# core_run_ctrl

Figure 1. Signal wires by layer (core_run_ctrl).
Scale bar: 10 um. Two of the layers only.
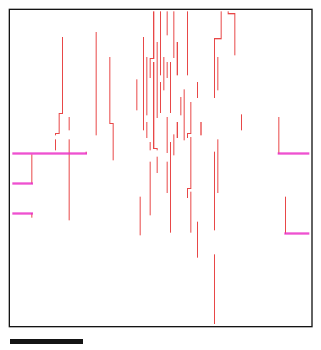

`config.mk`:
```
export PLATFORM = sky130hd
export DESIGN_NAME = core_run_ctrl
export DESIGN_NICKNAME = d
export VERILOG_FILES = /design/src/rtl/core_run_ctrl_pkg.sv /design/src/rtl/core_run_ctrl_sync_ff.sv /design/src/rtl/core_run_ctrl.sv
export SDC_FILE = /design/constraint.sdc
export NUM_CORES = 1
export LEC_CHECK = 0
export ABC_AREA = 0
export CAP_MARGIN = 20
export CORE_AREA = 2 2 39 41
export CTS_BUF_LIST = sky130_fd_sc_hd__clkbuf_16
export CTS_CLUSTER_DIAMETER = 100
export DETAILED_ROUTE_END_ITERATION = 16
export DIE_AREA = 0 0 41 43
export PLACE_DENSITY_LB_ADDON = 0.25
export SLEW_MARGIN = 20
export SYNTH_ARGS = -nofsm -noshare
export SYNTH_HDL_FRONTEND = slang
export SYNTH_SLANG_ARGS = --single-unit
```
`constraint.sdc`:
```
create_clock -name clk -period 1.65 [get_ports clk]
set_input_delay 0.2475 -clock clk [delete_from_list [all_inputs] [get_ports clk]]
set_output_delay 0.2475 -clock clk [all_outputs]
set_load 0.1 [all_outputs]
```
`src/rtl/core_run_ctrl_pkg.sv`:
```
// ----------------------------------------------------------------------------
// core_run_ctrl_pkg
//   Shared types and constants for the core run-control block.
//   - run_state_e            : 2-bit core run state (RUN, WFI, HALT, FAULT)
//   - IRQ_SYNC_STAGES_DEFAULT: default depth of the irq synchronizer
//   - state_is_halted()      : HALT and FAULT both report as halted
// ----------------------------------------------------------------------------
package core_run_ctrl_pkg;

  typedef enum logic [1:0] {
    RUN   = 2'd0,
    WFI   = 2'd1,
    HALT  = 2'd2,
    FAULT = 2'd3
  } run_state_e;

  localparam int IRQ_SYNC_STAGES_DEFAULT = 2;

  function automatic logic state_is_halted(input run_state_e s);
    return (s == HALT) || (s == FAULT);
  endfunction

endpackage

```
`src/rtl/core_run_ctrl_sync_ff.sv`:
```
// ----------------------------------------------------------------------------
// sync_ff
//   Multi-flop synchronizer for a single asynchronous level signal.
//   Ports:
//     clk   - destination clock
//     reset - asynchronous, active-high; clears every stage
//     d     - asynchronous input level
//     q     - synchronized level (last stage of the chain)
//   Parameter STAGES is the chain depth; anything below 2 is raised to 2
//   since a single flop gives no metastability protection.
// ----------------------------------------------------------------------------
module sync_ff #(
  parameter int STAGES = 2
) (
  input  logic clk,
  input  logic reset,
  input  logic d,
  output logic q
);

  localparam int DEPTH = (STAGES < 2) ? 2 : STAGES;

  logic [DEPTH-1:0] sync_reg;
  logic [DEPTH-1:0] sync_next;

  // Each stage samples the one before it; stage 0 samples the raw input.
  assign sync_next[0] = d;

  generate
    for (genvar gi = 1; gi < DEPTH; gi++) begin : g_stage
      assign sync_next[gi] = sync_reg[gi-1];
    end
  endgenerate

  always_ff @(posedge clk or posedge reset) begin
    if (reset) begin
      sync_reg <= '0;
    end else begin
      sync_reg <= sync_next;
    end
  end

  assign q = sync_reg[DEPTH-1];

endmodule

```
`src/rtl/core_run_ctrl.sv`:
```
// ----------------------------------------------------------------------------
// core_run_ctrl
//   Run-control and status block between the core and the control plane.
//   Synchronizes the external interrupt, tracks RUN / WFI / HALT / FAULT,
//   drives the core clock-gate enable and exports registered status.
//   Ports:
//     clk            - core clock
//     reset          - asynchronous, active-high reset (state -> RUN)
//     irq            - external interrupt level, asynchronous to clk
//     te             - test enable, forces the clock gate open
//     core_wfi_req   - pulse: core retired WFI
//     core_halt_req  - pulse: core requests halt
//     core_fault_req - pulse: core hit an unrecoverable fault
//     resume         - pulse: control plane releases a halted core
//     irq_pending    - synchronized irq
//     clk_en         - core clock-gate enable (combinational)
//     halted         - state is HALT or FAULT
//     fault          - state is FAULT (sticky until reset)
//     wfi            - state is WFI
// ----------------------------------------------------------------------------
module core_run_ctrl
  import core_run_ctrl_pkg::*;
#(
  parameter int IRQ_SYNC_STAGES = IRQ_SYNC_STAGES_DEFAULT
) (
  input  logic clk,
  input  logic reset,
  input  logic irq,
  input  logic te,
  input  logic core_wfi_req,
  input  logic core_halt_req,
  input  logic core_fault_req,
  input  logic resume,
  output logic irq_pending,
  output logic clk_en,
  output logic halted,
  output logic fault,
  output logic wfi
);

  run_state_e state_reg;
  run_state_e state_next;
  logic       wfi_reg;
  logic       halted_reg;
  logic       fault_reg;

  sync_ff #(
    .STAGES (IRQ_SYNC_STAGES)
  ) u_irq_sync (
    .clk   (clk),
    .reset (reset),
    .d     (irq),
    .q     (irq_pending)
  );

  always_comb begin
    state_next = state_reg;
    case (state_reg)
      RUN: begin
        // fault outranks halt, halt outranks wfi; a WFI retired while an
        // interrupt is already pending falls straight through.
        if (core_fault_req) begin
          state_next = FAULT;
        end else if (core_halt_req) begin
          state_next = HALT;
        end else if (core_wfi_req && !irq_pending) begin
          state_next = WFI;
        end
      end
      WFI: begin
        if (irq_pending) begin
          state_next = RUN;
        end
      end
      HALT: begin
        // A halted core is only released by the control plane, not by irq.
        if (resume) begin
          state_next = RUN;
        end
      end
      FAULT: begin
        state_next = FAULT;
      end
      default: begin
        state_next = RUN;
      end
    endcase
  end

  // Status flops decode the next state so they move on the same edge as
  // the state register.
  always_ff @(posedge clk or posedge reset) begin
    if (reset) begin
      state_reg  <= RUN;
      wfi_reg    <= 1'b0;
      halted_reg <= 1'b0;
      fault_reg  <= 1'b0;
    end else begin
      state_reg  <= state_next;
      wfi_reg    <= (state_next == WFI);
      halted_reg <= state_is_halted(state_next);
      fault_reg  <= (state_next == FAULT);
    end
  end

  assign clk_en = te | (state_reg == RUN);
  assign wfi    = wfi_reg;
  assign halted = halted_reg;
  assign fault  = fault_reg;

endmodule

```
# alu_seq_unit

File: src/rtl/alu_seq_unit.sv
// alu_seq_unit: operand-register ALU with single-cycle logic/arithmetic
// and iterative one-bit-per-cycle shifts; result and ZF/CF/OF/SF are registered.
`default_nettype none

module alu_seq_unit #(
  parameter int WIDTH = 32,
  parameter int SHW   = $clog2(WIDTH)
) (
  input  logic             clk,
  input  logic             rst,
  input  logic [WIDTH-1:0] din,
  input  logic             load_a,
  input  logic             load_b,
  input  logic [3:0]       op,
  input  logic             start,
  output logic             busy,
  output logic             done,
  output logic [WIDTH-1:0] result,
  output logic             zf,
  output logic             cf,
  output logic             of,
  output logic             sf
);

  typedef enum logic [1:0] {IDLE = 2'd0, SHIFT = 2'd1, FIN = 2'd2} state_t;

  state_t           state;
  logic [WIDTH-1:0] a_reg;
  logic [WIDTH-1:0] b_reg;
  logic [WIDTH-1:0] work;
  logic [SHW-1:0]   cnt;
  logic [3:0]       op_r;

  logic [WIDTH:0]   sum_add;
  logic [WIDTH:0]   sum_sub;
  logic [WIDTH-1:0] alu_res;
  logic             alu_cf;
  logic             alu_of;
  logic [WIDTH-1:0] shifted;
  logic [SHW-1:0]   shamt;
  logic             is_shift;

  assign shamt    = b_reg[SHW-1:0];
  assign is_shift = (op == 4'd8) || (op == 4'd9) || (op == 4'd10);

  // Single-cycle datapath on the pre-edge operand registers
  always_comb begin
    sum_add = {1'b0, a_reg} + {1'b0, b_reg};
    sum_sub = {1'b0, a_reg} + {1'b0, ~b_reg} + {{WIDTH{1'b0}}, 1'b1};
    alu_res = '0;
    alu_cf  = 1'b0;
    alu_of  = 1'b0;
    case (op)
      4'd0: begin
        alu_res = sum_add[WIDTH-1:0];
        alu_cf  = sum_add[WIDTH];
        alu_of  = (a_reg[WIDTH-1] == b_reg[WIDTH-1]) && (alu_res[WIDTH-1] != a_reg[WIDTH-1]);
      end
      4'd1: begin
        alu_res = sum_sub[WIDTH-1:0];
        alu_cf  = ~sum_sub[WIDTH];
        alu_of  = (a_reg[WIDTH-1] != b_reg[WIDTH-1]) && (alu_res[WIDTH-1] != a_reg[WIDTH-1]);
      end
      4'd2:  alu_res = a_reg & b_reg;
      4'd3:  alu_res = a_reg | b_reg;
      4'd4:  alu_res = a_reg ^ b_reg;
      4'd5:  alu_res = ~(a_reg | b_reg);
      4'd6:  alu_res = {{(WIDTH-1){1'b0}}, ($signed(a_reg) < $signed(b_reg))};
      4'd7:  alu_res = {{(WIDTH-1){1'b0}}, (a_reg < b_reg)};
      // Zero-amount shifts complete here and pass A through
      4'd8, 4'd9, 4'd10: alu_res = a_reg;
      default: alu_res = '0;
    endcase
  end

  always_comb begin
    case (op_r)
      4'd8:    shifted = {work[WIDTH-2:0], 1'b0};
      4'd9:    shifted = {1'b0, work[WIDTH-1:1]};
      default: shifted = {work[WIDTH-1], work[WIDTH-1:1]};
    endcase
  end

  always_ff @(posedge clk or posedge rst) begin
    if (rst) begin
      state  <= IDLE;
      a_reg  <= '0;
      b_reg  <= '0;
      work   <= '0;
      cnt    <= '0;
      op_r   <= '0;
      result <= '0;
      zf     <= 1'b0;
      cf     <= 1'b0;
      of     <= 1'b0;
      sf     <= 1'b0;
      done   <= 1'b0;
      busy   <= 1'b0;
    end else begin
      if (load_a) a_reg <= din;
      if (load_b) b_reg <= din;
      done <= 1'b0;
      case (state)
        IDLE: begin
          if (start) begin
            op_r <= op;
            if (is_shift && (shamt != '0)) begin
              work  <= a_reg;
              cnt   <= shamt;
              busy  <= 1'b1;
              state <= SHIFT;
            end else begin
              result <= alu_res;
              zf     <= (alu_res == '0);
              sf     <= alu_res[WIDTH-1];
              cf     <= alu_cf;
              of     <= alu_of;
              done   <= 1'b1;
              state  <= FIN;
            end
          end
        end
        SHIFT: begin
          work <= shifted;
          cnt  <= cnt - 1'b1;
          if (cnt == SHW'(1)) begin
            result <= shifted;
            zf     <= (shifted == '0);
            sf     <= shifted[WIDTH-1];
            cf     <= 1'b0;
            of     <= 1'b0;
            done   <= 1'b1;
            busy   <= 1'b0;
            state  <= FIN;
          end
        end
        FIN:     state <= IDLE;
        default: state <= IDLE;
      endcase
    end
  end

endmodule

`default_nettype wire

File: config.mk
export PLATFORM = sky130hd
export DESIGN_NAME = alu_seq_unit
export DESIGN_NICKNAME = d
export VERILOG_FILES = /design/src/rtl/alu_seq_unit.sv
export SDC_FILE = /design/constraint.sdc
export NUM_CORES = 1
export LEC_CHECK = 0
export ABC_AREA = 1
export CAP_MARGIN = 20
export CORE_MARGIN = 10
export CORE_UTILIZATION = 50
export DETAILED_ROUTE_END_ITERATION = 10
export PLACE_DENSITY = 0.65
export SLEW_MARGIN = 0
export SYNTH_ARGS = -nofsm -noshare
export SYNTH_HDL_FRONTEND = slang
export SYNTH_SLANG_ARGS = --single-unit
File: constraint.sdc
create_clock -name clk -period 6 [get_ports clk]
set_clock_uncertainty 0.15 [all_clocks]
set_input_delay 0.6 -clock clk [delete_from_list [all_inputs] [get_ports clk]]
set_output_delay 0.6 -clock clk [all_outputs]
set_load 0.03 [all_outputs]
Figure 2. The clock network (core_run_ctrl).
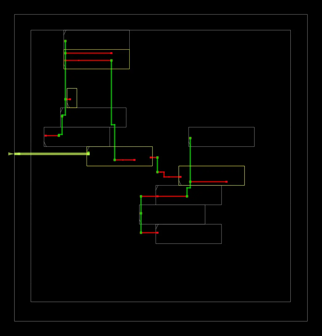
clk sink count: 7
worst clock skew on the final layout: 0.311 ps
Clk power: 395 uW

Figure 3. The metal 1 layer (core_run_ctrl).
Supply wires on this layer in grey.
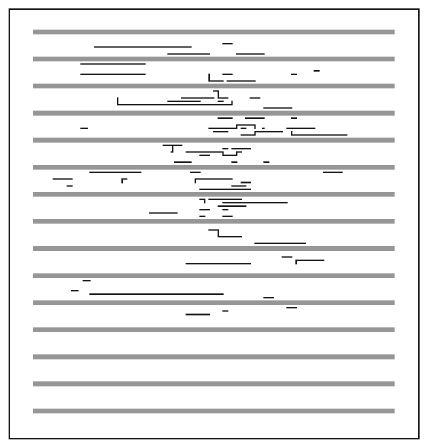
The longest straight run is 13.3 um. The wires run mostly horizontal. The layer holds 35% of the routed length. 39 nets have wire on it. The layer carries 181 um of wire.
GR met1 Demand/Resource: 0.0664
routed via count: 216
overall routed net length: 511 um

Notes on Figure 1 above:
metal 3: drawn in magenta, wire length 22.1 um. metal 2: drawn in red, wire length 309 um.
total routing resource utilization after global routing: 0.0822
routed len/inst: 9.46 um

==> impl_metrics.toml, core_run_ctrl <==
# generated from flow reports
[status]
run_status = "finished, final reports clean"

[critical_path]
reg2reg_setup_slack_ps = 610
crit_chain = "nor2_1 -> or2_2 -> buf_12"
worstReg2RegEnd = "fault"
worstSetupStartpointType = "register"

[final_layout]
finalNetCount = 47
fillerInstances = 133
comb_area_um2 = 82.6
comb_area_frac = 0.155
final.clkbuf_count = 3
non_clock_buffer_count = 12
bufAreaShareNonClock = 0.319

[yosys]
synth-seq-cells = 7

[place]
place_area_um2 = 455
post-place-ws_ps = 254
inst_count_dp = 50

[grt]
grt_util_met3 = 0.0471
grt_use_met2 = 0.134
antenna_found_initial = 0
pin_count_of_the_biggest_net_entering_global_routing = 8

[pwr]
ir_drop_uv = 817
powerDensity_nw_per_um2 = 2420

[floorplan]
floorplan.die.height_um = 43
rows = 14
floorplan.initialDensity = 0.192

[timing]
unrepaired_setup_endpoints_after_global_routing = "no"
setup-tns-final_ps = 0

[routing]
drt.antenna.violating_nets = 0
drc = 0

[clocking]
root_buffer = "clkbuf_16"
clkTransAtPathRegs_ps = 30
==> core_run_ctrl: power breakdown <==
group / switching, uW / total (uW) / internal, uW
clock: 80.7 / 395 / 314
combinational: 379 / 610 / 231
sequential: 55.2 / 289 / 234
total: 515 / 1290 / 779
==> core_run_ctrl: Yosys cell counts, drive strengths merged <==
cell type	instances	area [um2]
a22o	2	17.5
nor3b	1	7.51
a21oi	1	5.00
nor2	1	3.75
nor2b	1	6.26
nand2	1	3.75
inv	2	7.51
o21bai	1	7.51
nand2b	1	6.26
or2	2	12.5
dfrtp	7	175
o21ai	1	5.00
a21boi	1	7.51
==> core_run_ctrl: cell families after synthesis <==
family,Yosys count,share of synthesized area
AND-OR/OR-AND,6,0.160
AND/OR/NAND/NOR,7,0.151
buffers and inverters,2,0.0283
flip-flops,7,0.660
==> core_run_ctrl: how the worst max path moves through the flow <==
stage	from	endpoint	slack, ps	cells after the start
4_1_cts	state_reg[1]	clk_en	180	3
6_report	state_reg[1]	clk_en	200	3
2_1_floorplan	u_irq_sync.sync_reg[1]	wfi	200	3
3_5_place_dp	core_fault_req	fault	250	4
3_3_place_gp	core_fault_req	fault	260	4
5_1_grt	state_reg[1]	clk_en	150	3
Figure 4. The metal 1 layer (alu_seq_unit).
Supply wires on this layer in grey.
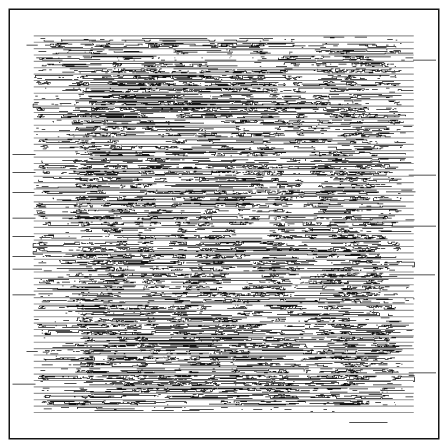
The layer carries 21.4 mm of wire. 2,092 nets have wire on it. The layer holds 44% of the routed length. The longest straight run is 69.9 um.
GR met1 Demand/Resource: 0.395
routed via count: 14,100
overall routed net length: 49,000 um

Figure 5. Signal wires on met3 (alu_seq_unit).
Scale bar: 50 um.
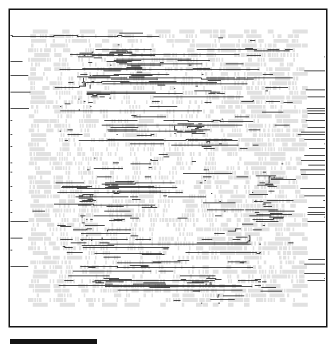
The layer holds 9.8% of the routed length. 256 nets have wire on it. The wires run mostly horizontal. The layer carries 4,810 um of wire. The longest straight run is 115 um.
grt met3 use: 0.0734

==> impl_metrics.toml, alu_seq_unit <==
# generated from flow reports
[status]
run_status = "finished, final reports clean"

[clocking]
cts_sinks = 144
clock_tree.htree_level_count = 4
root_buffer = "clkbuf_16"
cts_repair_resize_count = 0

[floorplan]
placeableCoreArea_um2 = 26000
die_w_um = 182
floorplan.initialDensity = 0.507
rows = 59
fp.dieArea_um2 = 33300

[timing]
unrepaired_setup_endpoints_after_global_routing = "no"
finalWorstSetupSlack_ps = 2340
final-max-slew-violation-count = 0
timing.hold.ws_ps = 338
worst_slew_pin_slew_ps = 1130

[final_layout]
number_of_inserted_diodes = 0
synthToLayoutAreaGrowth_pct = 11.4

[grt]
grt_use_met2 = 0.436

[yosys]
yosys_warnings = 0
netlist-cell-type-count = 42
ys_dominant_reg_cell = "dfrtp_1"
yosys_top_cell_by_area = "dfrtp_1"
synth.cell_area_um2 = 13200

[routing]
drt_pass1_iterations = 6
routed_len_inst_um = 19.6
met3WireLength_um = 4810
route.top_layer_used = "met5"

[place]
place_area_um2 = 14100

[critical_path]
endpoint_type_of_the_worst_setup_path = "register"
critical_path_required_ps = 6160
regToRegStartpoint = "a_reg[10]"

[job]
openroad.warnings = 91
## alu_seq_unit: report_power, final
group | total [uW] | leakage [uW] | switching, uW | internal (uW)
Clock | 1110 | 0.000280 | 559 | 556
Combinational | 2580 | 0.00563 | 1750 | 836
Sequential | 1460 | 0.00178 | 207 | 1250
Total | 5160 | 0.00770 | 2510 | 2640
## alu_seq_unit: final timing paths
kind | to | cells after the start | slack [ps]
min in group clk | of | 2 | 340
min reg2reg | of | 2 | 340
max reg2reg | zf | 18 | 2380
max in group asynchronous | a_reg[6] | 3 | 4210
max | busy | 11 | 2340
min | work[28] | 2 | 340
## alu_seq_unit: kinds of logic after synthesis
family,share of synthesized area
AOI/OAI and AO/OA,0.148
DFF,0.273
buffers and inverters,0.127
and+or+nand+nor,0.353
adders and majority gates,0.0961
xor gates and xnor gates,0.00199
## alu_seq_unit: layout make-up
| type | instances | share of cell area |
|---|---|---|
| clock buffers | 18 | 0.0292 |
| clock inverters | 14 | 0.00996 |
| inverters | 343 | 0.0880 |
| multi-input cells | 1564 | 0.539 |
| flip-flops and latches | 144 | 0.245 |
| well taps | 335 | 0.0285 |
| repair buffers | 89 | 0.0598 |

## Gallery

The metal 2 layer.
Plate I
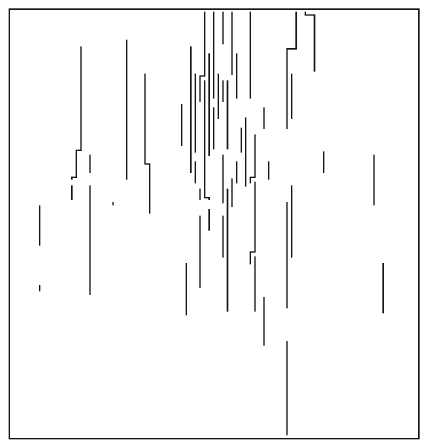
Plate II
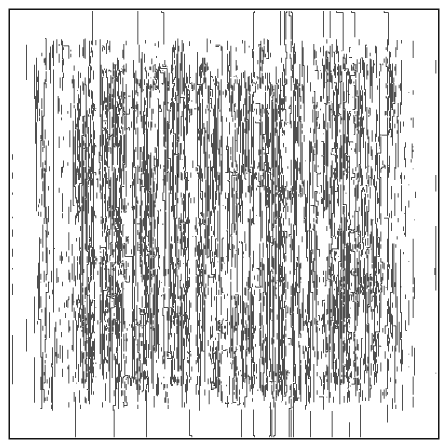
| picture | from |
|---|---|
| Plate II | alu_seq_unit |
| Plate I | core_run_ctrl |


Power figures rest on the tool's default switching activity, not on a simulated workload.
